######## audio_sample_scheduler ########
audio_sample_scheduler, signal wires by layer:
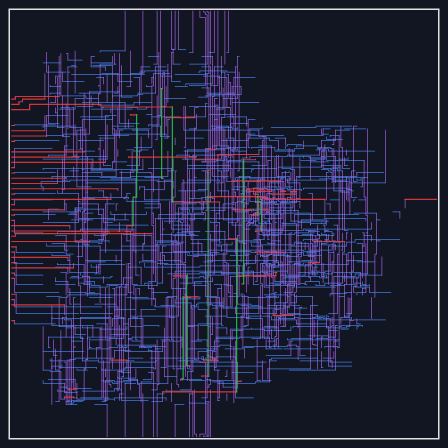

File: src/rtl/audio_pkg.sv
// Shared constants for the audio sample scheduler.
// Covers the standard divisors at 100 MHz and the FSM state encoding.
package audio_pkg;

  localparam int unsigned DIV_44K1 = 2268;
  localparam int unsigned DIV_48K  = 2083;
  localparam int unsigned DIV_32K  = 3125;
  localparam int unsigned DIV_MIN  = 2;

  typedef enum logic {
    ST_IDLE = 1'b0,
    ST_RUN  = 1'b1
  } state_t;

endpackage

File: src/rtl/audio_sample_scheduler_divider.sv
// Sample-rate divider: period counter plus pending and active divisors.
// A new divisor takes effect only at a wrap, so no period is ever cut short.
module sample_rate_divider
  import audio_pkg::*;
#(
  parameter int unsigned DIV_W       = 16,
  parameter int unsigned DEFAULT_DIV = DIV_44K1
) (
  input  logic             clk,
  input  logic             rst,
  input  logic             run,
  input  logic [DIV_W-1:0] div_in,
  input  logic             div_load,
  output logic             tick,
  output logic             div_busy
);

  logic [DIV_W-1:0] cnt;
  logic [DIV_W-1:0] active_div;
  logic [DIV_W-1:0] pending_div;
  logic             pend;
  logic [DIV_W-1:0] div_clamped;

  assign div_clamped = (div_in < DIV_W'(DIV_MIN))
                     ? DIV_W'(DIV_MIN) : div_in;

  assign tick     = run && (cnt == active_div - DIV_W'(1));
  assign div_busy = pend;

  always_ff @(posedge clk or posedge rst) begin
    if (rst) begin
      cnt         <= '0;
      active_div  <= DIV_W'(DEFAULT_DIV);
      pending_div <= DIV_W'(DEFAULT_DIV);
      pend        <= 1'b0;
    end else begin
      if (!run || tick) begin
        cnt <= '0;
      end else begin
        cnt <= cnt + DIV_W'(1);
      end
      // When idle there is no period to protect, so apply at once.
      if (pend && (tick || !run)) begin
        active_div <= pending_div;
        pend       <= 1'b0;
      end
      if (div_load) begin
        pending_div <= div_clamped;
        pend        <= 1'b1;
      end
    end
  end

endmodule

File: src/rtl/audio_sample_scheduler.sv
// Paces samples from a valid/ready producer to a DAC at a programmable rate.
// Holds the run FSM, the one-entry prefetch buffer and underrun statistics.
module audio_sample_scheduler
  import audio_pkg::*;
#(
  parameter int unsigned DIV_W       = 16,
  parameter int unsigned SAMPLE_W    = 16,
  parameter int unsigned DEFAULT_DIV = DIV_44K1
) (
  input  logic                clk,
  input  logic                rst,
  input  logic                enable,
  input  logic [DIV_W-1:0]    div_in,
  input  logic                div_load,
  output logic                div_busy,
  input  logic                s_valid,
  output logic                s_ready,
  input  logic [SAMPLE_W-1:0] s_data,
  output logic [SAMPLE_W-1:0] sample_out,
  output logic                sample_strobe,
  output logic                underrun,
  output logic [7:0]          underrun_count,
  output logic                running
);

  state_t              state;
  logic                buf_full;
  logic [SAMPLE_W-1:0] buf_data;
  logic                tick;
  logic                xfer;

  assign running = (state == ST_RUN);
  assign s_ready = running && !buf_full;
  assign xfer    = s_valid && s_ready;

  sample_rate_divider #(
    .DIV_W       (DIV_W),
    .DEFAULT_DIV (DEFAULT_DIV)
  ) u_div (
    .clk      (clk),
    .rst      (rst),
    .run      (running),
    .div_in   (div_in),
    .div_load (div_load),
    .tick     (tick),
    .div_busy (div_busy)
  );

  always_ff @(posedge clk or posedge rst) begin
    if (rst) begin
      state          <= ST_IDLE;
      buf_full       <= 1'b0;
      buf_data       <= '0;
      sample_out     <= '0;
      sample_strobe  <= 1'b0;
      underrun       <= 1'b0;
      underrun_count <= '0;
    end else begin
      sample_strobe <= 1'b0;
      underrun      <= 1'b0;
      unique case (state)
        ST_IDLE: begin
          buf_full <= 1'b0;
          if (enable) begin
            state <= ST_RUN;
          end
        end
        ST_RUN: begin
          if (xfer) begin
            buf_full <= 1'b1;
            buf_data <= s_data;
          end
          // A sample landing on the tick itself is too late for this tick.
          if (tick) begin
            if (buf_full) begin
              sample_out    <= buf_data;
              sample_strobe <= 1'b1;
              buf_full      <= 1'b0;
            end else begin
              underrun <= 1'b1;
              if (underrun_count != 8'hFF) begin
                underrun_count <= underrun_count + 8'd1;
              end
            end
          end
          if (!enable) begin
            state    <= ST_IDLE;
            buf_full <= 1'b0;
          end
        end
      endcase
    end
  end

endmodule
File: config.mk
export PLATFORM = sky130hd
export DESIGN_NAME = audio_sample_scheduler
export DESIGN_NICKNAME = d
export VERILOG_FILES = /design/src/rtl/audio_pkg.sv /design/src/rtl/audio_sample_scheduler_divider.sv /design/src/rtl/audio_sample_scheduler.sv
export SDC_FILE = /design/constraint.sdc
export NUM_CORES = 1
export LEC_CHECK = 0
export CORE_MARGIN = 8
export CORE_UTILIZATION = 49
export DETAILED_ROUTE_END_ITERATION = 16
export PLACE_DENSITY = 0.79
export SETUP_SLACK_MARGIN = 0.4
export SLEW_MARGIN = 10
export SYNTH_ARGS = -nofsm -noshare
export SYNTH_HDL_FRONTEND = slang
export SYNTH_SLANG_ARGS = --single-unit
File: constraint.sdc
create_clock -name clk -period 3.5 [get_ports clk]
set_input_delay 0.525 -clock clk [delete_from_list [all_inputs] [get_ports clk]]
set_output_delay 0.525 -clock clk [all_outputs]
set_load 0.03 [all_outputs]
######## bp_mem_arbiter ########
## src/rtl/bp_pkg.sv

```systemverilog
// Shared constants, FSM encoding and requester IDs for the perceptron weight RAM arbiter.
// No logic; no latency; no flow control.
package bp_pkg;

    localparam int BP_STORAGE_B  = 88;
    localparam int BP_ADDR_WIDTH = 7;
    localparam int BP_DATA_WIDTH = 8;

    typedef enum logic [2:0] {
        ST_IDLE,
        ST_READ,
        ST_WRITE_WE,
        ST_WRITE_HOLD,
        ST_CLEAR_WE,
        ST_CLEAR_HOLD
    } state_t;

    typedef enum logic {
        REQ_P = 1'b0,
        REQ_T = 1'b1
    } req_id_t;

endpackage

```

## src/rtl/bp_rr_picker.sv

```systemverilog
// 2-way requester picker: fixed trainer>predictor, or round-robin when BP_ARB_RR_EN is defined.
// Pick is combinational; last-granted updates on the accepting edge; requests simply wait.
module bp_rr_picker
    import bp_pkg::*;
(
    input  logic    clk,
    input  logic    rst_n,
    input  logic    p_req,
    input  logic    t_req,
    input  logic    fire,
    output req_id_t pick,
    output req_id_t last
);

`ifdef BP_ARB_RR_EN
    // On a tie the requester not granted last time wins.
    always_comb begin
        pick = (t_req && (!p_req || last == REQ_P)) ? REQ_T : REQ_P;
    end
`else
    always_comb begin
        pick = (t_req || !p_req) ? REQ_T : REQ_P;
    end
`endif

    always_ff @(posedge clk or negedge rst_n) begin
        if (!rst_n) begin
            last <= REQ_T;
        end else if (fire) begin
            last <= pick;
        end
    end

endmodule

```

## src/rtl/bp_mem_arbiter.sv

```systemverilog
// Owns the latch weight RAM: arbitrates predictor/trainer, sequences WE+hold writes, runs full clear.
// Read gnt->rvalid 1 cycle, write 3 cycles incl. IDLE, clear 2*STORAGE_B; losers hold req until gnt.
module bp_mem_arbiter
    import bp_pkg::*;
#(
    parameter int                    STORAGE_B  = BP_STORAGE_B,
    parameter int                    ADDR_WIDTH = BP_ADDR_WIDTH,
    parameter int                    DATA_WIDTH = BP_DATA_WIDTH,
    parameter logic [DATA_WIDTH-1:0] CLR_VALUE  = '0
)(
    input  logic                  clk,
    input  logic                  rst_n,
    input  logic                  clr_start,
    output logic                  clr_busy,
    output logic                  clr_done,
    input  logic                  p_req,
    input  logic [ADDR_WIDTH-1:0] p_addr,
    output logic                  p_gnt,
    output logic                  p_rvalid,
    output logic [DATA_WIDTH-1:0] p_rdata,
    input  logic                  t_req,
    input  logic                  t_we,
    input  logic [ADDR_WIDTH-1:0] t_addr,
    input  logic [DATA_WIDTH-1:0] t_wdata,
    output logic                  t_gnt,
    output logic                  t_rvalid,
    output logic [DATA_WIDTH-1:0] t_rdata,
    output logic                  t_wdone,
    output logic                  addr_err,
    output logic                  mem_we,
    output logic [ADDR_WIDTH-1:0] mem_addr,
    output logic [DATA_WIDTH-1:0] mem_wdata,
    input  logic [DATA_WIDTH-1:0] mem_rdata
);

    localparam logic [ADDR_WIDTH:0]   ADDR_LIMIT = (ADDR_WIDTH+1)'(STORAGE_B);
    localparam logic [ADDR_WIDTH-1:0] LAST_ADDR  = ADDR_WIDTH'(STORAGE_B - 1);

    state_t                  state;
    logic [ADDR_WIDTH-1:0]   clr_ptr;
    logic                    oor_q;
    logic                    fire;
    req_id_t                 pick;
    req_id_t                 last;
    logic [ADDR_WIDTH-1:0]   sel_addr;
    logic                    sel_oor;

    assign fire     = (state == ST_IDLE) && !clr_start && (p_req || t_req);
    assign sel_addr = (pick == REQ_T) ? t_addr : p_addr;
    assign sel_oor  = {1'b0, sel_addr} >= ADDR_LIMIT;

    // Gated by rst_n so an asserted reset kills the write strobe without waiting for a clock.
    assign mem_we = rst_n && ((state == ST_CLEAR_WE) || (state == ST_WRITE_WE && !oor_q));

    bp_rr_picker u_picker (
        .clk   (clk),
        .rst_n (rst_n),
        .p_req (p_req),
        .t_req (t_req),
        .fire  (fire),
        .pick  (pick),
        .last  (last)
    );

    always_ff @(posedge clk or negedge rst_n) begin
        if (!rst_n) begin
            state     <= ST_CLEAR_WE;
            clr_ptr   <= '0;
            mem_addr  <= '0;
            mem_wdata <= CLR_VALUE;
            oor_q     <= 1'b0;
            clr_busy  <= 1'b1;
            clr_done  <= 1'b0;
            p_gnt     <= 1'b0;
            t_gnt     <= 1'b0;
            p_rvalid  <= 1'b0;
            t_rvalid  <= 1'b0;
            t_wdone   <= 1'b0;
            addr_err  <= 1'b0;
            p_rdata   <= '0;
            t_rdata   <= '0;
        end else begin
            clr_done <= 1'b0;
            p_gnt    <= 1'b0;
            t_gnt    <= 1'b0;
            p_rvalid <= 1'b0;
            t_rvalid <= 1'b0;
            t_wdone  <= 1'b0;
            addr_err <= 1'b0;
            case (state)
                ST_IDLE: begin
                    if (clr_start) begin
                        state     <= ST_CLEAR_WE;
                        clr_ptr   <= '0;
                        mem_addr  <= '0;
                        mem_wdata <= CLR_VALUE;
                        clr_busy  <= 1'b1;
                    end else if (fire) begin
                        mem_addr <= sel_addr;
                        oor_q    <= sel_oor;
                        addr_err <= sel_oor;
                        if (pick == REQ_T) begin
                            t_gnt     <= 1'b1;
                            mem_wdata <= t_wdata;
                            state     <= t_we ? ST_WRITE_WE : ST_READ;
                        end else begin
                            p_gnt <= 1'b1;
                            state <= ST_READ;
                        end
                    end
                end
                ST_READ: begin
                    // The picker's last-granted flag names the owner of this read.
                    if (last == REQ_T) begin
                        t_rvalid <= 1'b1;
                        t_rdata  <= oor_q ? '0 : mem_rdata;
                    end else begin
                        p_rvalid <= 1'b1;
                        p_rdata  <= oor_q ? '0 : mem_rdata;
                    end
                    state <= ST_IDLE;
                end
                ST_WRITE_WE: begin
                    state <= ST_WRITE_HOLD;
                end
                ST_WRITE_HOLD: begin
                    t_wdone <= 1'b1;
                    state   <= ST_IDLE;
                end
                ST_CLEAR_WE: begin
                    state <= ST_CLEAR_HOLD;
                end
                ST_CLEAR_HOLD: begin
                    if (clr_ptr == LAST_ADDR) begin
                        state    <= ST_IDLE;
                        clr_busy <= 1'b0;
                        clr_done <= 1'b1;
                    end else begin
                        clr_ptr  <= clr_ptr + 1'b1;
                        mem_addr <= clr_ptr + 1'b1;
                        state    <= ST_CLEAR_WE;
                    end
                end
                default: begin
                    state <= ST_IDLE;
                end
            endcase
        end
    end

endmodule
```

## config.mk

```make
export PLATFORM = sky130hd
export DESIGN_NAME = bp_mem_arbiter
export DESIGN_NICKNAME = d
export VERILOG_FILES = /design/src/rtl/bp_pkg.sv /design/src/rtl/bp_rr_picker.sv /design/src/rtl/bp_mem_arbiter.sv
export SDC_FILE = /design/constraint.sdc
export NUM_CORES = 1
export LEC_CHECK = 0
export ABC_CLOCK_PERIOD_IN_PS = 3300
export CAP_MARGIN = 20
export CORE_UTILIZATION = 46
export CTS_CLUSTER_SIZE = 40
export DETAILED_ROUTE_END_ITERATION = 8
export PLACE_DENSITY = 0.8
export REMOVE_ABC_BUFFERS = 1
export SYNTH_ARGS = -nofsm -noshare
export SYNTH_HDL_FRONTEND = slang
export SYNTH_SLANG_ARGS = --single-unit
```

## constraint.sdc

```tcl
create_clock -name clk -period 3.3 [get_ports clk]
set_input_delay 0.99 -clock clk [delete_from_list [all_inputs] [get_ports clk]]
set_output_delay 0.99 -clock clk [all_outputs]
set_load 0.01 [all_outputs]
```

bp_mem_arbiter, sequential cells grouped by signal name:
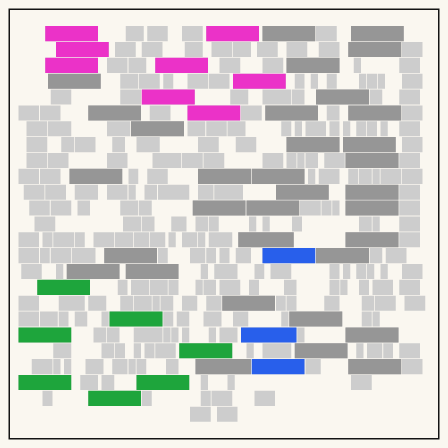
- blue: state (flops 3)
- magenta: mem_wdata (flops 8)
- green: clr_ptr (flops 7; where south-west)

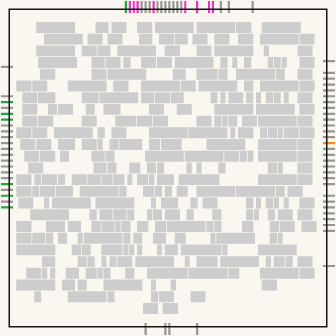
bp_mem_arbiter: pin placement
Pins as bars across the die edge, other pins in grey.
- green: mem_addr (pins 7; direction output; edge 6 west, 1 north)
- magenta: mem_wdata (pins 8; direction output; edge north)
- orange: addr_err (pins 1; direction output; edge east)
- all pins by edge: 29 east, 22 north, 21 west, 4 south

==> metrics.csv, bp_mem_arbiter <==
metric,value,unit
wl_met2,2590,um
crit_path_top_delay_cell,clkdlybuf4s50_1,
max_slew.worst_pin.slew,0.642,ns
drv_slew,0,
power-top-group,registers,
warnings,25,
comb_area_share,29.8,%
setup_viol_count_final,0,
status,"complete, no violations",
max-slew-margin-rel,57.2,%
fp-utilization,48.7,%
synthTopCellsByArea,"dfrtp_1 (51%), nand2_1 (3.7%), mux2i_1 (3.4%)",
nMultiInputCombCells,148,
ios,76,
dr_wl_met3,304,um
htree_levels,2,
cp.depth,5,
common_cells,"dfrtp_1 (48), nand2_1 (23), o21ai_0 (12)",
cts_buffers,5,
synth-seq-cells,51,
dp_slack,0.441,ns
ir_drop,0.000385,V
totalWireLength,5370,um
grt_use_met2,35.2,%
rr_startpoint,clr_ptr[0],
ant_nets,0,
fin_ws,0.304,ns
num-nonclk-buffers,77,
worst-path-max-fanout,11,
grt_pass1_vias,1843,
path_delay_family,buffers and inverters,
gp_congestion,0.787,
cellPowerDensity,596,mW/mm^2
post_cts_buffers,0,
met1_length,2420,um
regToRegEndpoint,mem_addr[2],
hpwl,3940,um
drt_first_pass_iters,4,
largest_class,registers,
edf_count,0,
finalInstanceArea,0.00320,sq mm
muxShareOfSynthArea,5.81,%
min_period,3.00,ns
-- bp_mem_arbiter: layout by cell type (no fill, tap or decap), types with 2 or more instances in the layout --
master,instances
a31oi_1,2
nor2_1,10
inv_1,7
nand4_1,3
a22oi_1,2
clkbuf_8,5
a31o_2,2
and2_1,2
and3_1,3
o31ai_1,2
a22o_1,8
xnor2_1,3
a211oi_1,2
dfstp_2,3
mux2i_1,8
dfrtp_1,48
nand2b_1,10
nand2_1,23
buf_4,2
mux2_1,5
clkinv_2,2
a21oi_1,5
o21ai_0,12
clkdlybuf4s50_1,74
or3_4,2
nand3_1,6
o22ai_1,6
nand3b_1,2
o21ai_1,9
nor3_1,5
o2bb2ai_1,2
-- bp_mem_arbiter: cells by family after synthesis --
logic type      count (synthesis)
flops                          51
buf+inv                        26
xor+xnor                        3
compound gates                 58
fa+ha+maj                       1
mux                            13
simple gates                   73
-- bp_mem_arbiter: registers in the layout, summed over array words and instances (netlist names), 3 cells and up --
signal     count
mem_wdata      8
p_rdata        8
t_rdata        8
clr_ptr        7
mem_addr       7
state          3
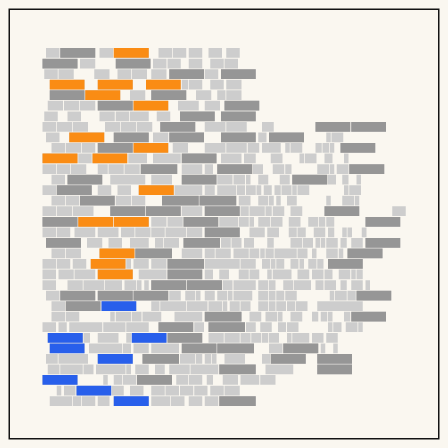
audio_sample_scheduler: sequential cells grouped by signal name
- orange: sample_out (flops 16)
- blue: underrun_count (flops 8; where south-west)

## Picture notes: 'signal wires by layer' of audio_sample_scheduler
- green: M4 (wire length 259 um)
- red: M3 (wire length 627 um)
- blue: M1 (wire length 4220 um)
- purple: M2 (wire length 5210 um)

==> metrics.csv, audio_sample_scheduler <==
metric,value,unit
violations,setup timing,
fp-utilization,50.3,%
setup_viol_count_final,7,
min_path_cells,1,
comb_area_share,36.3,%
power-top-group,registers,
core,0.00868,sq mm
xor_share,8.03,%
comb_power_share,20.1,%
synthTopCellsByArea,"dfrtp_1 (46%), mux2_2 (16%), dfstp_2 (7.2%)",
fin_ws,-0.0134,ns
clockBufferDepth,2,
status,"finished, violations left",
switchingPower,723,uW
p_clk_share,29.4,%
audio_sample_scheduler: through the flow:
step / hold WS [ns] / total power, uW / utilization [%]
2_1_floorplan: 0.465 / 1530 / -
3_3_place_gp: 0.473 / 1670 / 61.8
3_5_place_dp: 0.480 / 1700 / 61.8
4_1_cts: 0.496 / 2460 / 67.3
5_1_grt: 0.518 / 2590 / 68.0
6_report: 0.496 / 2480 / 68.0
audio_sample_scheduler: synthesized netlist by cell type (4+ instances only):
library cell  instances
dfstp_2              12
nor4_1                8
clkbuf_1              8
xnor2_1              14
nand3_1              15
and3_1               10
inv_1                 6
nor3_1                7
or4_1                 5
dfrtp_1              81
mux2_2               61
nand4_1               4
nand2_1              18
xor2_1               26
or3_1                 5
nor2_1               29
audio_sample_scheduler: flip-flops by register name (all words and copies together) (netlist names), 8 cells and up:
signal	flops
u_div.pending_div	16
u_div.active_div	16
sample_out	16
u_div.cnt	16
underrun_count	8
buf_data	16
audio_sample_scheduler: layer usage:
metal | share of wire, % | routed length [um] | GRT usage, %
met1 | 41 | 4220 | 21.6
met2 | 51 | 5210 | 28.9
met3 | 6.1 | 626 | 5.47
met4 | 2.5 | 258 | 6.95
met5 | 0 | 0 | 0

==> layout pictures side by side <==
Clock wiring as the flow saved it.
picture 1
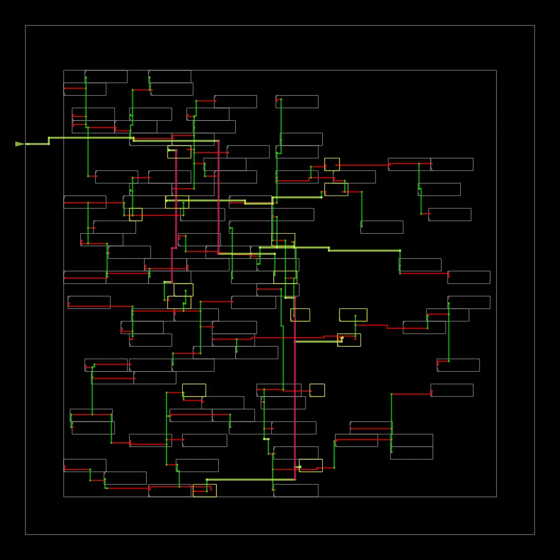
picture 2
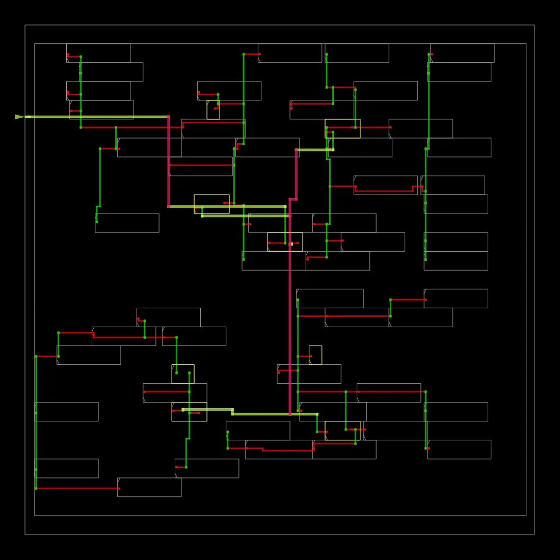
| picture | from |
|---|---|
| picture 2 | bp_mem_arbiter |
| picture 1 | audio_sample_scheduler |
- most sequential cells: picture 1
- most clock buffers: picture 1


######## sz_pred_feed ########
sz_pred_feed, clock wiring as the flow saved it:
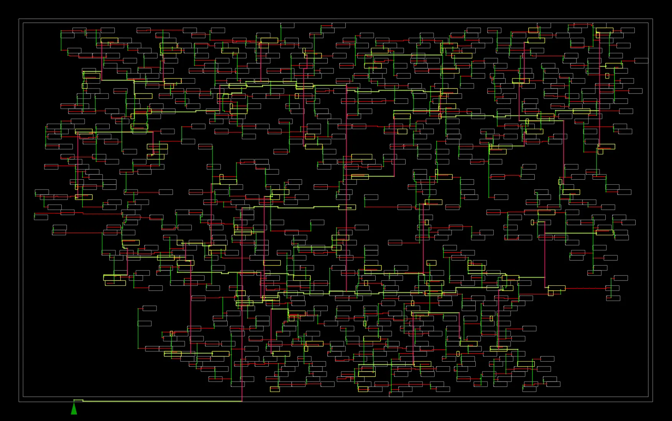

==> src/rtl/sz_pred_feed.sv <==
// Operand feeder for the SZ predictor subtract stage: pairs each sample with its
// preceding-neighbour prediction and delays the sideband to line up with the result.
module sz_pred_feed #(
    parameter int SUB_LAT   = 8,
    parameter int BLOCK_LEN = 1024,
    parameter int IDX_W     = 10
) (
    input  logic             clk,
    input  logic             rst,
    input  logic             in_valid,
    input  logic [31:0]      in_data,
    output logic [31:0]      sub_a,
    output logic [31:0]      sub_b,
    output logic             sub_valid,
    output logic             res_valid,
    output logic [31:0]      res_orig,
    output logic [31:0]      res_pred,
    output logic             res_first,
    output logic [IDX_W-1:0] res_idx
);

    // Handshake: no backpressure. in_valid marks a real sample on the cycle it is
    // high; every output valid marks a real sample on the cycle it is high, and
    // all data fields accompanying a low valid are zero.
    typedef struct packed {
        logic             valid;
        logic [31:0]      a;
        logic [31:0]      b;
        logic             first;
        logic [IDX_W-1:0] idx;
    } beat_t;

    localparam logic [IDX_W-1:0] LAST_IDX = IDX_W'(BLOCK_LEN - 1);

    logic [31:0]      hist_q, hist_d;
    logic [IDX_W-1:0] cnt_q, cnt_d;
    beat_t            s1_q, s1_d;
    beat_t            pipe_q [SUB_LAT];
    beat_t            pipe_d [SUB_LAT];

    always_comb begin
        hist_d = hist_q;
        cnt_d  = cnt_q;
        s1_d   = '0;
        if (in_valid) begin
            s1_d.valid = 1'b1;
            s1_d.a     = in_data;
            // Block start predicts 0.0 so no history leaks across blocks.
            s1_d.b     = (cnt_q == '0) ? 32'h0000_0000 : hist_q;
            s1_d.first = (cnt_q == '0);
            s1_d.idx   = cnt_q;
            hist_d     = in_data;
            cnt_d      = (cnt_q == LAST_IDX) ? '0 : cnt_q + 1'b1;
        end
    end

    always_comb begin
        pipe_d[0] = s1_q;
        for (int k = 1; k < SUB_LAT; k++) begin
            pipe_d[k] = pipe_q[k-1];
        end
    end

    always_ff @(posedge clk) begin
        if (rst) begin
            hist_q <= '0;
            cnt_q  <= '0;
            s1_q   <= '0;
            for (int k = 0; k < SUB_LAT; k++) begin
                pipe_q[k] <= '0;
            end
        end else begin
            hist_q <= hist_d;
            cnt_q  <= cnt_d;
            s1_q   <= s1_d;
            for (int k = 0; k < SUB_LAT; k++) begin
                pipe_q[k] <= pipe_d[k];
            end
        end
    end

    assign sub_a     = s1_q.a;
    assign sub_b     = s1_q.b;
    assign sub_valid = s1_q.valid;

    assign res_valid = pipe_q[SUB_LAT-1].valid;
    assign res_orig  = pipe_q[SUB_LAT-1].a;
    assign res_pred  = pipe_q[SUB_LAT-1].b;
    assign res_first = pipe_q[SUB_LAT-1].first;
    assign res_idx   = pipe_q[SUB_LAT-1].idx;

endmodule

==> config.mk <==
export PLATFORM = sky130hd
export DESIGN_NAME = sz_pred_feed
export DESIGN_NICKNAME = d
export VERILOG_FILES = /design/src/rtl/sz_pred_feed.sv
export SDC_FILE = /design/constraint.sdc
export NUM_CORES = 1
export LEC_CHECK = 0
export CORE_ASPECT_RATIO = 0.6
export CORE_MARGIN = 2
export CORE_UTILIZATION = 30
export DETAILED_ROUTE_END_ITERATION = 12
export PLACE_DENSITY = 0.46
export RECOVER_POWER = 25
export SLEW_MARGIN = 10
export SYNTH_ARGS = -nofsm -noshare
export SYNTH_HDL_FRONTEND = slang
export SYNTH_SLANG_ARGS = --single-unit
==> constraint.sdc <==
create_clock -name clk -period 2.4 [get_ports clk]
set_input_delay 0.48 -clock clk [delete_from_list [all_inputs] [get_ports clk]]
set_output_delay 0.48 -clock clk [all_outputs]
set_load 0.1 [all_outputs]
######## accum_stage ########
File: config.mk
export PLATFORM = sky130hd
export DESIGN_NAME = accum_stage
export DESIGN_NICKNAME = d
export VERILOG_FILES = /design/src/rtl/accum_stage.sv
export SDC_FILE = /design/constraint.sdc
export NUM_CORES = 1
export LEC_CHECK = 0
export CAP_MARGIN = 30
export CORE_MARGIN = 10
export CORE_UTILIZATION = 27
export DETAILED_ROUTE_END_ITERATION = 7
export GPL_TIMING_DRIVEN = 0
export PLACE_DENSITY_LB_ADDON = 0.1
export SLEW_MARGIN = 20
export SYNTH_ARGS = -nofsm -noshare
export SYNTH_HDL_FRONTEND = slang
export SYNTH_SLANG_ARGS = --single-unit
File: constraint.sdc
create_clock -name clk -period 2.2 [get_ports clk]
set_input_delay 0.44 -clock clk [delete_from_list [all_inputs] [get_ports clk]]
set_output_delay 0.44 -clock clk [all_outputs]
set_load 0.01 [all_outputs]
File: src/rtl/accum_stage.sv
// Multi-operand signed accumulator behind a valid/ready handshake; COUNT beats per batch.
// Optional ACCUM_SATURATE_EN clamps overflowing beats to the signed max/min instead of wrapping.
module accum_stage #(
  parameter int unsigned WIDTH = 8,
  parameter int unsigned COUNT = 4
) (
  input  logic             clk,
  input  logic             rst_n,
  input  logic             start,
  input  logic             in_valid,
  output logic             in_ready,
  input  logic [WIDTH-1:0] in_data,
  output logic [WIDTH-1:0] sum_out,
  output logic             overflow_out,
  output logic [7:0]       count_out,
  output logic             busy,
  output logic             done
);

  typedef enum logic [1:0] {StIdle, StAccum, StDone} state_e;

  localparam logic [7:0] LastCnt = 8'(COUNT - 1);
`ifdef ACCUM_SATURATE_EN
  localparam logic [WIDTH-1:0] MaxVal = {1'b0, {(WIDTH-1){1'b1}}};
  localparam logic [WIDTH-1:0] MinVal = {1'b1, {(WIDTH-1){1'b0}}};
`endif

  state_e           state_q, state_d;
  logic [WIDTH-1:0] sum_q, sum_d;
  logic             ovf_q, ovf_d;
  logic [7:0]       cnt_q, cnt_d;

  logic [WIDTH-1:0] add_res;
  logic [WIDTH-1:0] beat_sum;
  logic             add_ovf;
  logic             accept;

  always_comb begin
    add_res = sum_q + in_data;
    // Same-sign addends producing an opposite-sign result.
    add_ovf = (sum_q[WIDTH-1] == in_data[WIDTH-1]) && (add_res[WIDTH-1] != sum_q[WIDTH-1]);
`ifdef ACCUM_SATURATE_EN
    if (add_ovf) begin
      beat_sum = sum_q[WIDTH-1] ? MinVal : MaxVal;
    end else begin
      beat_sum = add_res;
    end
`else
    beat_sum = add_res;
`endif
  end

  assign accept = in_valid && (state_q == StAccum);

  always_comb begin
    state_d = state_q;
    sum_d   = sum_q;
    ovf_d   = ovf_q;
    cnt_d   = cnt_q;
    unique case (state_q)
      StIdle, StDone: begin
        if (start) begin
          state_d = StAccum;
          sum_d   = '0;
          ovf_d   = 1'b0;
          cnt_d   = '0;
        end
      end
      StAccum: begin
        if (accept) begin
          sum_d = beat_sum;
          ovf_d = ovf_q | add_ovf;
          cnt_d = cnt_q + 8'd1;
          if (cnt_q == LastCnt) begin
            state_d = StDone;
          end
        end
      end
      default: state_d = StIdle;
    endcase
  end

  always_ff @(posedge clk or negedge rst_n) begin
    if (!rst_n) begin
      state_q <= StIdle;
      sum_q   <= '0;
      ovf_q   <= 1'b0;
      cnt_q   <= '0;
    end else begin
      state_q <= state_d;
      sum_q   <= sum_d;
      ovf_q   <= ovf_d;
      cnt_q   <= cnt_d;
    end
  end

  assign in_ready     = (state_q == StAccum);
  assign busy         = (state_q == StAccum);
  assign done         = (state_q == StDone);
  assign sum_out      = sum_q;
  assign overflow_out = ovf_q;
  assign count_out    = cnt_q;

endmodule
######## pc_fetch_unit ########
$ cat config.mk
export PLATFORM = sky130hd
export DESIGN_NAME = pc_fetch_unit
export DESIGN_NICKNAME = d
export VERILOG_FILES = /design/src/rtl/pc_fetch_pkg.sv /design/src/rtl/pc_reg.sv /design/src/rtl/pc_fetch_unit.sv
export SDC_FILE = /design/constraint.sdc
export NUM_CORES = 1
export LEC_CHECK = 0
export CORE_MARGIN = 2
export CORE_UTILIZATION = 44
export DETAILED_ROUTE_END_ITERATION = 8
export PLACE_DENSITY = 0.85
export SLEW_MARGIN = 20
export SYNTH_ARGS = -nofsm -noshare
export SYNTH_HDL_FRONTEND = slang
export SYNTH_SLANG_ARGS = --single-unit
export TNS_END_PERCENT = 5
$ cat constraint.sdc
create_clock -name clk -period 5.4 [get_ports clk]
set_clock_uncertainty 0.2 [all_clocks]
set_input_delay 1.62 -clock clk [delete_from_list [all_inputs] [get_ports clk]]
set_output_delay 1.62 -clock clk [all_outputs]
set_load 0.01 [all_outputs]
$ cat src/rtl/pc_fetch_pkg.sv
// Shared types and default widths for the Hack program counter / fetch unit.
// Optional feature macro: PC_HALT_LOOP_EN (adds the terminal HALT state).
package pc_fetch_pkg;

    localparam int HACK_ADDR_W = 15;
    localparam int HACK_DATA_W = 16;

    // Fetch sequencer states; HALT exists only when the self-loop halt is built in.
    typedef enum logic [2:0] {
        RST   = 3'd0,
        REQ   = 3'd1,
        WAIT  = 3'd2,
        ISSUE = 3'd3
`ifdef PC_HALT_LOOP_EN
        ,
        HALT  = 3'd4
`endif
    } fetch_state_t;

endpackage

$ cat src/rtl/pc_reg.sv
// Program counter register: async active-low reset, load has priority over inc,
// otherwise hold. Increment wraps modulo 2^ADDR_W.
module pc_reg
    import pc_fetch_pkg::*;
#(
    parameter int ADDR_W = HACK_ADDR_W
) (
    input  logic              clk,
    input  logic              rst_n,
    input  logic              load,
    input  logic              inc,
    input  logic [ADDR_W-1:0] d,
    output logic [ADDR_W-1:0] q
);

    logic [ADDR_W-1:0] q_reg;

    // PC update: load wins over inc, natural wrap on increment.
    always_ff @(posedge clk or negedge rst_n) begin
        if (!rst_n) begin
            q_reg <= '0;
        end else if (load) begin
            q_reg <= d;
        end else if (inc) begin
            q_reg <= q_reg + ADDR_W'(1);
        end
    end

    assign q = q_reg;

endmodule

$ cat src/rtl/pc_fetch_unit.sv
// Hack CPU program counter plus instruction-fetch sequencer.
// ROM reads use a req/ack handshake (wait states tolerated); fetched
// instructions go to the execute stage over a valid/ready handshake.
// Optional feature macro: PC_HALT_LOOP_EN (halted port + HALT state on a
// retired self-jump).
module pc_fetch_unit
    import pc_fetch_pkg::*;
#(
    parameter int ADDR_W = HACK_ADDR_W,
    parameter int DATA_W = HACK_DATA_W
) (
    input  logic              clk,
    input  logic              rst_n,
    input  logic              pc_load,
    input  logic              pc_inc,
    input  logic [ADDR_W-1:0] jmp_addr,
    output logic              rom_req,
    output logic [ADDR_W-1:0] rom_addr,
    input  logic              rom_ack,
    input  logic [DATA_W-1:0] rom_data,
    output logic [DATA_W-1:0] instr,
    output logic              instr_valid,
    input  logic              instr_ready,
`ifdef PC_HALT_LOOP_EN
    output logic              halted,
`endif
    output logic [ADDR_W-1:0] pc
);

    fetch_state_t      state_reg, state_next;
    logic              rom_req_reg, rom_req_next;
    logic              instr_valid_reg, instr_valid_next;
    logic [DATA_W-1:0] instr_reg;
    logic              capture;
    logic              pc_ld;
    logic              pc_in;
    logic [ADDR_W-1:0] pc_q;

    pc_reg #(.ADDR_W(ADDR_W)) u_pc_reg (
        .clk   (clk),
        .rst_n (rst_n),
        .load  (pc_ld),
        .inc   (pc_in),
        .d     (jmp_addr),
        .q     (pc_q)
    );

    // State register.
    always_ff @(posedge clk or negedge rst_n) begin
        if (!rst_n) begin
            state_reg <= RST;
        end else begin
            state_reg <= state_next;
        end
    end

    // Next-state, data capture strobe and PC update controls.
    always_comb begin
        state_next       = state_reg;
        capture          = 1'b0;
        pc_ld            = 1'b0;
        pc_in            = 1'b0;
        case (state_reg)
            RST: begin
                state_next = REQ;
            end
            REQ, WAIT: begin
                // Ack in the REQ cycle itself skips WAIT entirely.
                if (rom_ack) begin
                    capture    = 1'b1;
                    state_next = ISSUE;
                end else begin
                    state_next = WAIT;
                end
            end
            ISSUE: begin
                // Jump-control inputs are only meaningful while the execute
                // stage is retiring the instruction.
                if (instr_ready) begin
                    pc_ld      = pc_load;
                    pc_in      = !pc_load && pc_inc;
                    state_next = REQ;
`ifdef PC_HALT_LOOP_EN
                    if (pc_load && (jmp_addr == pc_q)) begin
                        state_next = HALT;
                    end
`endif
                end
            end
`ifdef PC_HALT_LOOP_EN
            HALT: begin
                state_next = HALT;
            end
`endif
            default: begin
                state_next = RST;
            end
        endcase
        // Outputs are registered from the state being entered.
        rom_req_next     = (state_next == REQ) || (state_next == WAIT);
        instr_valid_next = (state_next == ISSUE);
    end

    // Registered handshake outputs.
    always_ff @(posedge clk or negedge rst_n) begin
        if (!rst_n) begin
            rom_req_reg     <= 1'b0;
            instr_valid_reg <= 1'b0;
        end else begin
            rom_req_reg     <= rom_req_next;
            instr_valid_reg <= instr_valid_next;
        end
    end

    // Instruction capture on ROM ack while a request is outstanding.
    always_ff @(posedge clk or negedge rst_n) begin
        if (!rst_n) begin
            instr_reg <= '0;
        end else if (capture) begin
            instr_reg <= rom_data;
        end
    end

`ifdef PC_HALT_LOOP_EN
    logic halted_reg;

    // Sticky halt flag, set when the self-loop jump retires.
    always_ff @(posedge clk or negedge rst_n) begin
        if (!rst_n) begin
            halted_reg <= 1'b0;
        end else if (state_next == HALT) begin
            halted_reg <= 1'b1;
        end
    end

    assign halted = halted_reg;
`endif

    // The PC only changes at retirement, so it is always the address of the
    // instruction in flight and doubles as the ROM address.
    assign rom_addr    = pc_q;
    assign pc          = pc_q;
    assign rom_req     = rom_req_reg;
    assign instr_valid = instr_valid_reg;
    assign instr       = instr_reg;

endmodule

pc_fetch_unit, gate-type map:
The bar under the picture is 20 um long.
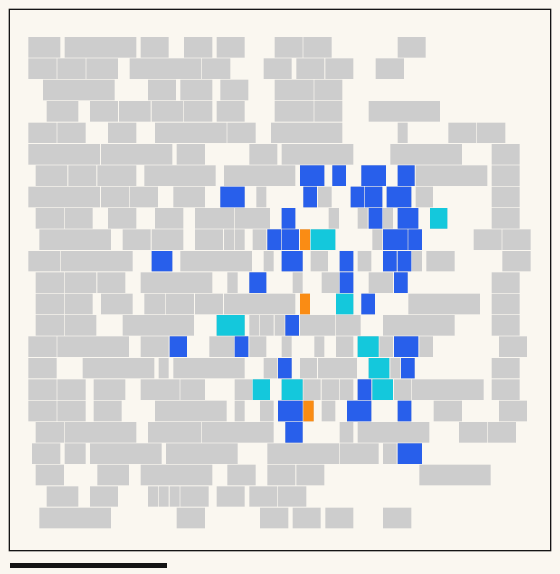
- orange: inv cells (cells 3)
- blue: aoi and oai cells (cells 37)
- cyan: and/or cells (cells 9)

==> metrics.csv, pc_fetch_unit <==
metric,value,unit
status,"complete, no violations",
fin_ws,1.77,ns
ios,85,
synth_cell_type_count,41,
max_slew.worst_pin.slew,0.771,ns
io_buffers,84,
clock_area_share,3.55,%
clock_buffers,7,
hold_violations,0,
clk_latency,0.29,ns
finalNetCount,285,
cts_tree,built,
clockBufferDepth,2,
edf_count,0,
grtUsageTotal,22.3,%
fin_crit_sh,67.2,%
cp.depth,5,
ff_type,dfrtp_1,
hpwl,3480,um
cts_resized,0,
core,0.00400,sq mm
cts_sinks,36,
synth-seq-cells,36,
worstSetupEndpointType,flop,
final_cell_mix,"clkdlybuf4s50_1 (84), dfrtp_1 (36), mux2_2 (16)",
ir_drop,0.000269,V
fp-utilization,46.0,%
ys_warn_count,0,
die_y,68.7,um
ys_sh_simple,16.9,%
num_vias,1687,
xor_share,0.952,%
die_width,68.7,um
grt_pass1_wl,7580,um
total_power,904,uW
cpPeakStageDelay,0.60,ns
dr_wl_met3,545,um
[pc_fetch_unit: cell usage after synthesis (2+ instances only)]
library cell	count	share of area, %
dfrtp_1	36	49
buf_4	16	6.5
mux2_2	16	9.8
nand2_1	11	2.2
a21oi_1	10	2.7
nor2_1	10	2.0
nor3_1	9	2.4
o21ai_0	8	2.2
a2bb2oi_1	4	1.9
a311oi_1	4	1.9
nor4_1	4	1.4
or4_1	4	1.6
a31oi_1	3	1.0
inv_1	3	0.61
nand3_1	3	0.82
nand4_1	3	1.0
o22ai_1	3	1.0
and3_1	2	0.68
nor2_2	2	0.68
xnor2_1	2	0.95
[pc_fetch_unit: metrics by stage]
step / util, % / instances / hold slack, ns / instance area (sq um)
after detailed placement: 65.4 / 290 / 0.295 / 2620
after CTS: 67.8 / 297 / 0.310 / 2710
after floorplan: - / 174 / 0.302 / 1840
after global placement: 65.2 / 290 / 0.289 / 2610
after global routing: 67.8 / 297 / 0.319 / 2710
final: 67.8 / 297 / 0.305 / 2710
[pc_fetch_unit: cells by family after synthesis]
family / Yosys count
compound gates: 39
mux: 17
fa+ha+maj: 1
simple gates: 56
flops: 36
buf+inv: 22
xor+xnor: 2
other cells: 1
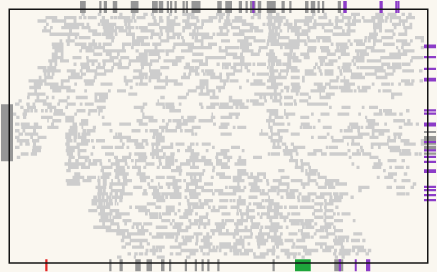
sz_pred_feed: pin placement
Pins as bars across the die edge, other pins in grey.
- green: res_idx (pins 10; direction output; edge south)
- purple: res_pred (pins 32; direction output; edge 20 east, 7 north, 5 south)
- red: clk (pins 1; direction input; edge south)
- all pins by edge: 73 north, 41 south, 34 west, 28 east

Notes on 'clock wiring as the flow saved it' of sz_pred_feed above:
clock latency (worst-skew pair): 0.61 ns
P_clk: 10900 uW
CTS buffer count: 69
Clock buffer cells: 97
Sink Count: 726

==> metrics.csv, sz_pred_feed <==
metric,value,unit
gp_congestion,0.721,
status,"complete, no violations",
endpoint,pipe_q[0][211],
muxShareOfSynthArea,1.57,%
ys_warn_count,0,
ys_area,0.0204,sq mm
synth-seq-cells,726,
mostFrequentLayoutCell,dfxtp_1,
drive_gt1_share,14.3,%
topCombFamilyByArea,simple AND/OR/NAND/NOR gates,
clk_pin_slew,0.06,ns
hpwl,22300,um
crit_path_top_delay_cell,clkbuf_4,
totalWireLength,35700,um
cts_hold_buffers,0,
dp_slack,0.611,ns
leakage,0.00984,uW
synthArstFlopShare,0,%
ys_sh_aoi,0.582,%
use_met1,13.8,%
grt_pass1_vias,9556,
routed.top_layer,met4,
hp-start,in_valid,
drt_first_pass_iters,4,
[sz_pred_feed: layout make-up]
| type | count | area share, % |
|---|---|---|
| Antenna cell | 4 | 0.0408 |
| Clock buffer | 97 | 8.10 |
| Clock inverter | 24 | 1.16 |
| Inverter | 6 | 0.0919 |
| Multi-Input combinational cell | 795 | 20.7 |
| Sequential cell | 726 | 59.3 |
| Tap cell | 912 | 4.66 |
| Timing Repair Buffer | 184 | 5.98 |
[sz_pred_feed: flip-flops by register name, summed over array words and instances, names as in the netlist]
signal,count
cnt_q,10
sub_b,32
pipe_d,11
sub_valid,1
sub_a,32
pipe_q,608
hist_q,32
[sz_pred_feed: cell usage after synthesis (2+ instances only)]
library cell,number
buf_4,66
nand2_1,6
buf_2,10
and2_1,69
inv_1,6
a21oi_1,2
nand3_1,3
nand4_1,4
o31ai_1,2
and4_1,2
a31oi_1,2
nor2_1,39
mux2i_1,32
clkbuf_1,73
or3_1,3
o311ai_0,2
xor2_1,3
ha_1,2
a211oi_1,4
dfxtp_1,726
nor2b_1,608
[sz_pred_feed: where the power goes]
part,switching [uW],internal (uW),total [uW]
sequential,65.1,12200,12200
combinational,556,201,757
clock,4530,6330,10900
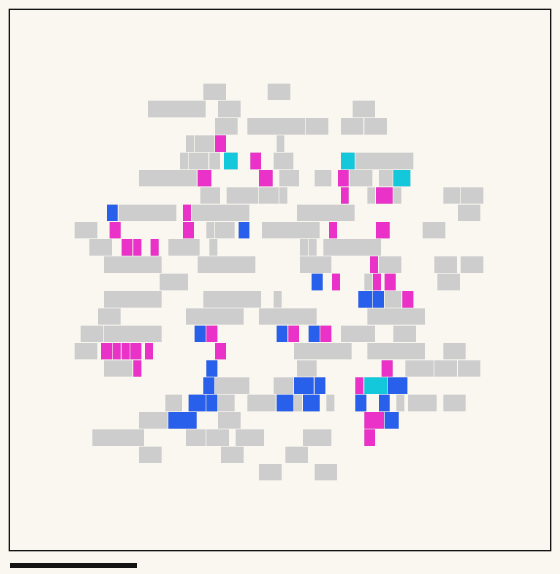
accum_stage: gate-type map
The bar under the picture is 20 um long.
- cyan: and/or cells (cells 4)
- blue: aoi and oai cells (cells 21)
- magenta: nand cells (cells 34)

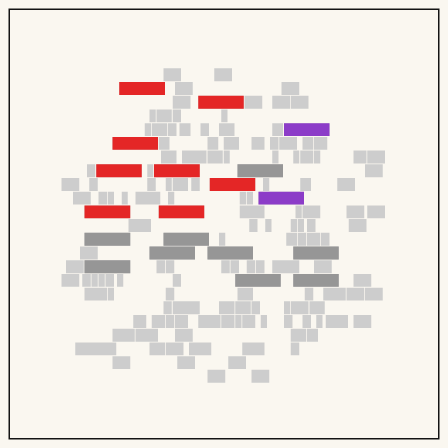
accum_stage: sequential cells grouped by signal name
- purple: state_q (flops 2)
- red: count_out (flops 8)
- not coloured: 9

==> metrics.csv, accum_stage <==
metric,value,unit
holdWs,0.389,ns
clockBufferDepth,2,
yosys.area_share.adder,10.5,%
yosys_cells,121,
dr_wl_met3,179,um
cts_root_buf,clkbuf_8,
synth_cell_type_count,36,
path_delay_family,simple AND/OR/NAND/NOR gates,
diodes,0,
cp.depth,8,
comb_power_share,56.3,%
clk_latency,0.25,ns
dp_slack,-0.247,ns
totalWireLength,3000,um
drtIter0Drc,25,
routed.top_layer,met4,
drive_gt1_share,6.37,%
fin_crit_sh,96.1,%
status,"complete, no violations",
row_count,23,
max_slew.worst_pin.slew,0.469,ns
worst-path-max-fanout,3,
skew,0.00687,ns
seq_cells,19,
min_period,2.11,ns
ys_sh_aoi,15.2,%
final_cell_mix,"clkdlybuf4s50_1 (31), dfrtp_1 (19), nand3_1 (16)",
ys_seq_share,41.8,%
cpPeakStageDelay,0.51,ns
syn_inst,121,
powerClk,238,uW
hp-class,in -> async,
cts_buffers,3,
crit_path_top_delay_cell,or4b_1,
hold_violations,0,
cp.required,2.39,ns
cts_hold_buffers,0,
mostFrequentLayoutCell,clkdlybuf4s50_1,
swShare,40.3,%
seqAreaFraction,30.1,%
endpoint,sum_out[6],
num_vias,992,
path_class,in -> reg,
ys_warn_count,0,
synthesis.nets,142,
intPower,1150,uW
grt_max_degree,20,
n_fill_cell,421,
ys_area,0.00114,sq mm
max-slew-margin-rel,68.7,%
ios,32,
ant_nets,0,
drv_cap,0,
max_freq,0.473,GHz
accum_stage: sequential cells by signal, summed over array words and instances, names as in the netlist:
name	cells
overflow_out	1
state_q	2
sum_out	8
count_out	8
accum_stage: cells in the mapped netlist, drive strengths merged:
cell    instances  area [sq um]
inv             2          7.51
a21oi           5          28.8
xnor2           3          26.3
o41ai           1          8.76
and2            1          6.26
fa              1          20.0
a21o            4          37.5
nor2b           1          6.26
a31oi           2          12.5
nand3          16          80.1
or4b            1          10.0
ha              8           100
nor3            1          5.00
a32o            1          10.0
clkbuf          1          3.75
nand4b          1          8.76
a211oi          2          15.0
nor4b           1          8.76
o21ai           9          45.0
nor2           10          37.5
o21bai          1          7.51
dfrtp          19           475
nand2          13          48.8
nand2b          1          6.26
and2b           1          7.51
nand4           2          12.5
and3            1          6.26
xor2            6          52.6
o211ai          1          7.51
buf             3          18.8
nand3b          1          7.51
mux2i           1          10.0
accum_stage: through the flow:
stage	total power, uW	instances
final	1930	207
after global routing	2100	207
after CTS	1940	206
after detailed placement	1690	202
after global placement	1670	202
after floorplan	1230	121

######## bus_load_ctrl ########
bus_load_ctrl, signal wires by layer:
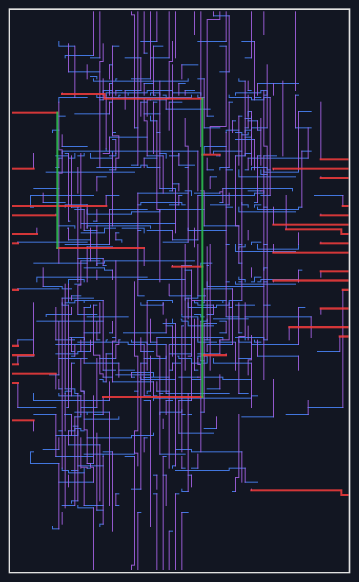
bus_load_ctrl, sequential cells grouped by signal name:
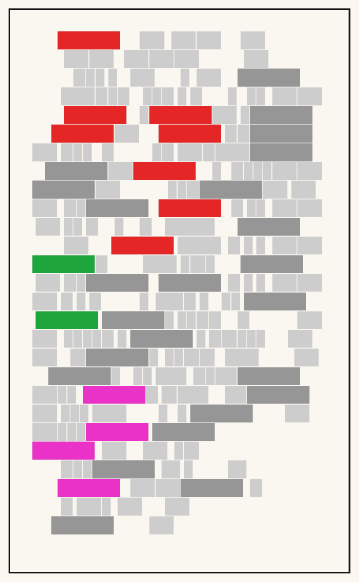
bus_load_ctrl, gate-type map:
The bar under the picture is 10 um long.
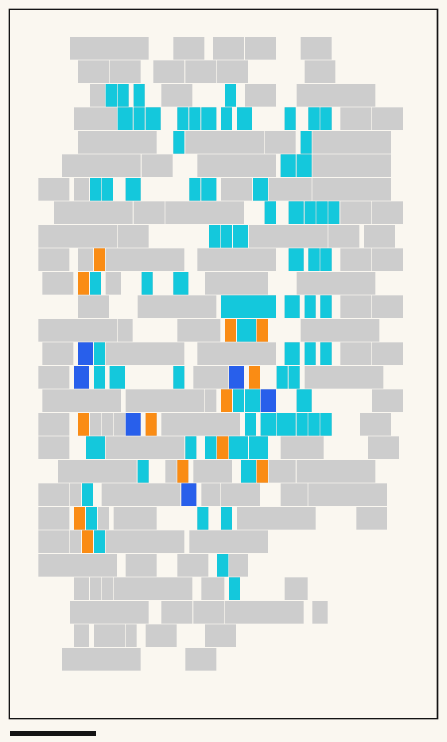
===== config.mk =====
export PLATFORM = sky130hd
export DESIGN_NAME = bus_load_ctrl
export DESIGN_NICKNAME = d
export VERILOG_FILES = /design/src/rtl/bus_load_ctrl.sv
export SDC_FILE = /design/constraint.sdc
export NUM_CORES = 1
export LEC_CHECK = 0
export ABC_AREA = 1
export CAP_MARGIN = 10
export CORE_ASPECT_RATIO = 1.75
export CORE_MARGIN = 3
export CORE_UTILIZATION = 47
export CTS_CLUSTER_DIAMETER = 30
export DETAILED_ROUTE_END_ITERATION = 8
export PLACE_DENSITY = 0.91
export SLEW_MARGIN = 20
export SYNTH_ARGS = -nofsm -noshare
export SYNTH_HDL_FRONTEND = slang
export SYNTH_SLANG_ARGS = --single-unit

===== constraint.sdc =====
create_clock -name Clk -period 2.13 [get_ports Clk]
set_input_delay 0.3195 -clock Clk [delete_from_list [all_inputs] [get_ports Clk]]
set_output_delay 0.3195 -clock Clk [all_outputs]
set_load 0.005 [all_outputs]

===== src/rtl/bus_load_ctrl.sv =====
// ---------------------------------------------------------------------------
// bus_load_ctrl
//
// Command sequencer for a four-entry register bank. It accepts one command at
// a time and turns it into bank strobes:
//   LOAD : read a byte from memory (WAIT_STATES wait cycles), then write it
//          into register[sel] over BusOut with Wen[sel].
//   INC  : single-cycle INC[sel] strobe.
//   CLR  : single-cycle Clr[sel] strobe.
//   NOP  : single-cycle completion with no strobe.
// Each command ends with a one-cycle done pulse. Commands that arrive while
// the block is busy are ignored, not queued.
//
// Parameters
//   WAIT_STATES  memory read wait cycles, legal range 1..15
//
// Ports
//   Clk        clock, rising edge
//   RST        asynchronous active-low reset
//   cmd_valid  command request
//   cmd_ready  command accept (high only in IDLE, out of reset)
//   cmd_op     00 LOAD, 01 INC, 10 CLR, 11 NOP
//   cmd_sel    target register index 0..3
//   cmd_addr   memory address for LOAD
//   mem_addr   memory read address (0 whenever mem_rd is low)
//   mem_rd     memory read strobe
//   mem_rdata  memory read data
//   BusOut     data bus to the register bank
//   Wen        one-hot register write enable
//   INC        one-hot register increment strobe
//   Clr        one-hot register clear strobe
//   done       one-cycle command completion pulse
//
// Build option
//   BUS_HOLD_EN  when defined, BusOut keeps the last written value outside the
//                WRITE cycle; when undefined, BusOut is 0 outside WRITE.
// ---------------------------------------------------------------------------
module bus_load_ctrl #(
    parameter int WAIT_STATES = 2
) (
    input  logic       Clk,
    input  logic       RST,
    input  logic       cmd_valid,
    output logic       cmd_ready,
    input  logic [1:0] cmd_op,
    input  logic [1:0] cmd_sel,
    input  logic [7:0] cmd_addr,
    output logic [7:0] mem_addr,
    output logic       mem_rd,
    input  logic [7:0] mem_rdata,
    output logic [7:0] BusOut,
    output logic [3:0] Wen,
    output logic [3:0] INC,
    output logic [3:0] Clr,
    output logic       done
);

    typedef enum logic [1:0] {
        IDLE  = 2'd0,
        READ  = 2'd1,
        WRITE = 2'd2,
        STRB  = 2'd3
    } state_t;

    localparam logic [1:0] OP_LOAD = 2'b00;
    localparam logic [1:0] OP_INC  = 2'b01;
    localparam logic [1:0] OP_CLR  = 2'b10;

    // Counter value seen during the last READ cycle (counter starts at 0).
    localparam logic [3:0] LAST_CNT = 4'(WAIT_STATES - 1);

    state_t     state;
    logic [3:0] cnt;
    logic [1:0] sel_q;

    function automatic logic [3:0] onehot(input logic [1:0] idx);
        return 4'b0001 << idx;
    endfunction

    // Ready is derived from the state register; gating with RST keeps it low
    // for the whole time reset is held.
    assign cmd_ready = (state == IDLE) && RST;

    // All strobes are registered: they are set on the edge that enters the
    // cycle in which they must be visible, and cleared by default on every
    // other edge, so each lasts exactly one cycle.
    always_ff @(posedge Clk or negedge RST) begin
        if (!RST) begin
            state    <= IDLE;
            cnt      <= 4'd0;
            sel_q    <= 2'd0;
            mem_rd   <= 1'b0;
            mem_addr <= 8'd0;
            BusOut   <= 8'd0;
            Wen      <= 4'd0;
            INC      <= 4'd0;
            Clr      <= 4'd0;
            done     <= 1'b0;
        end else begin
            Wen  <= 4'd0;
            INC  <= 4'd0;
            Clr  <= 4'd0;
            done <= 1'b0;

            case (state)
                IDLE: begin
                    if (cmd_valid) begin
                        sel_q <= cmd_sel;
                        case (cmd_op)
                            OP_LOAD: begin
                                state    <= READ;
                                cnt      <= 4'd0;
                                mem_rd   <= 1'b1;
                                mem_addr <= cmd_addr;
                            end
                            OP_INC: begin
                                state <= STRB;
                                INC   <= onehot(cmd_sel);
                                done  <= 1'b1;
                            end
                            OP_CLR: begin
                                state <= STRB;
                                Clr   <= onehot(cmd_sel);
                                done  <= 1'b1;
                            end
                            default: begin
                                // NOP: completes with no strobe.
                                state <= STRB;
                                done  <= 1'b1;
                            end
                        endcase
                    end
                end

                READ: begin
                    if (cnt == LAST_CNT) begin
                        // Edge ending the last wait cycle: capture the data
                        // and present it to the bank in the WRITE cycle.
                        state    <= WRITE;
                        cnt      <= 4'd0;
                        mem_rd   <= 1'b0;
                        mem_addr <= 8'd0;
                        BusOut   <= mem_rdata;
                        Wen      <= onehot(sel_q);
                        done     <= 1'b1;
                    end else begin
                        cnt <= cnt + 4'd1;
                    end
                end

                WRITE: begin
                    state <= IDLE;
`ifdef BUS_HOLD_EN
                    // BusOut keeps the value just written.
`else
                    BusOut <= 8'd0;
`endif
                end

                STRB: begin
                    state <= IDLE;
                end

                default: begin
                    state <= IDLE;
                end
            endcase
        end
    end

endmodule


==> metrics.csv <==
metric,value,unit
path_cells,"nor3b_1, clkdlybuf4s50_1",
warnings,27,
reg2regPathDepth,6,
syn_area,0.00155,sq mm
die_y,81.9,um
n_fill_cell,253,
status,"complete, no violations",
largest_class,registers,
edf_count,0,
total_power,2780,uW
leakage,0.00109,uW
r2r_slack,0.70,ns
cts_root_buf,clkbuf_8,
finalInstanceArea,0.00219,sq mm
path_class,reg -> out,
post_cts_buffers,0,
drv_cap,0,
cts_tree,built,
grt_overflow,0,
inverters,13,
totalWireLength,3260,um
drt_first_pass_iters,5,
synth-seq-cells,38,
rsz0062_at_grt,no,
ios,54,
hpwl,2480,um
grt_use_met3,6.53,%
seqAreaFraction,43.4,%
worst-path-max-fanout,5,
ys_seq_share,61.4,%
row_count,27,
crit_path_top_delay_cell,clkdlybuf4s50_1,
clockBufferDepth,2,
synth_cell_type_count,20,
fin_ws,0.316,ns
clock_area_share,3.94,%
fp-utilization,49.3,%
yosys_cells,160,
worstPathArrival,1.49,ns
Notes on 'signal wires by layer' of bus_load_ctrl above:
- green: M4 (wire length 63.2 um)
- red: M3 (wire length 209 um)
- blue: M1 (wire length 1180 um)
- purple: M2 (wire length 1810 um)

Notes on 'sequential cells grouped by signal name' of bus_load_ctrl above:
- red: BusOut (flops 8; where north)
- magenta: INC (flops 4; where south-west)
- green: sel_q (flops 2)

Notes on 'gate-type map' of bus_load_ctrl above:
- orange: inv cells (cells 13)
- blue: aoi and oai cells (cells 6)
- cyan: nand cells (cells 76)

critical path, delay by kind of cell, from the launching register on:
family        cells  cell delay (ns)
buf+inv           1             0.53
simple gates      1             0.22
flops             1             0.45
routing by layer:
metal,vias to the layer above,routed length [um]
li1,624,-
met1,605,1180
met2,34,1810
met3,7,209
met4,0,63
met5,-,0
registers in the layout (all words and copies together), names as in the netlist:
signal and cells:
mem_rd 1, done 1, BusOut 8, Clr 4, INC 4, cnt 4, mem_addr 8, sel_q 2
Wen 4, state 2
kinds of logic (layout without fill, tap and decap cells):
family / count (synthesis) / in the layout / synth area share, %
xor gates and xnor gates: 1 / 1 / 0.566
AOI/OAI and AO/OA: 6 / 6 / 1.94
DFF: 38 / 38 / 61.4
adders and majority gates: 2 / 2 / 1.62
buffers and inverters: 16 / 75 / 5.09
and+or+nand+nor: 97 / 97 / 29.4
power breakdown:
group / internal [uW] / switching [uW] / leakage, uW
Sequential: 971 / 174 / 0.000500
Clock: 231 / 249 / 0.0000452
Combinational: 564 / 595 / 0.000540
Total: 1770 / 1020 / 0.00109


==> layout pictures side by side <==
Gate-type map.
image #1
The bar under the picture is 20 um long.
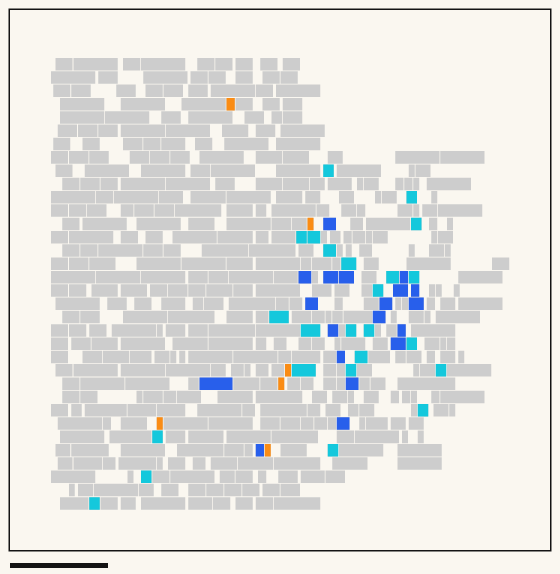
image #2
The bar under the picture is 20 um long.
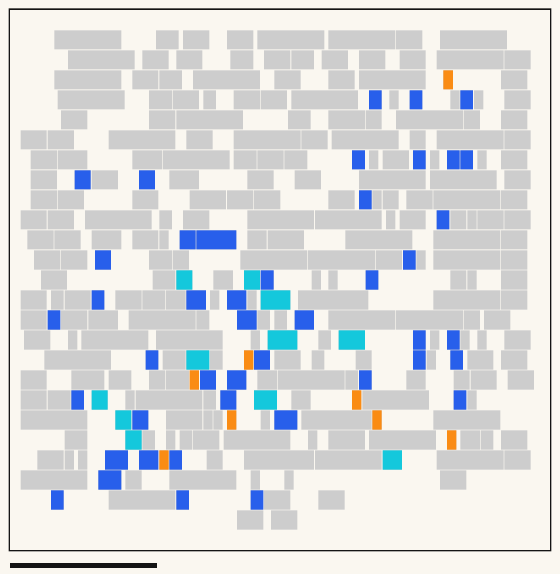
image #3
The bar under the picture is 100 um long.
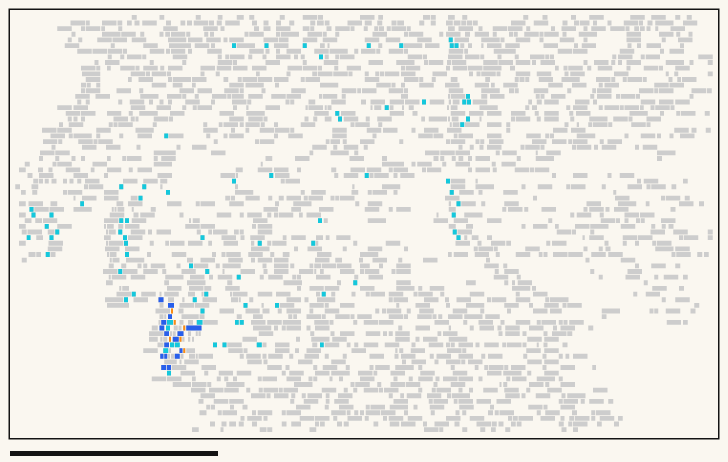
- image #2 = bp_mem_arbiter
- image #3 = sz_pred_feed
- image #1 = audio_sample_scheduler
- most cells: image #3
- fewest cells: image #2

Power is estimated from default activity; no workload was simulated.
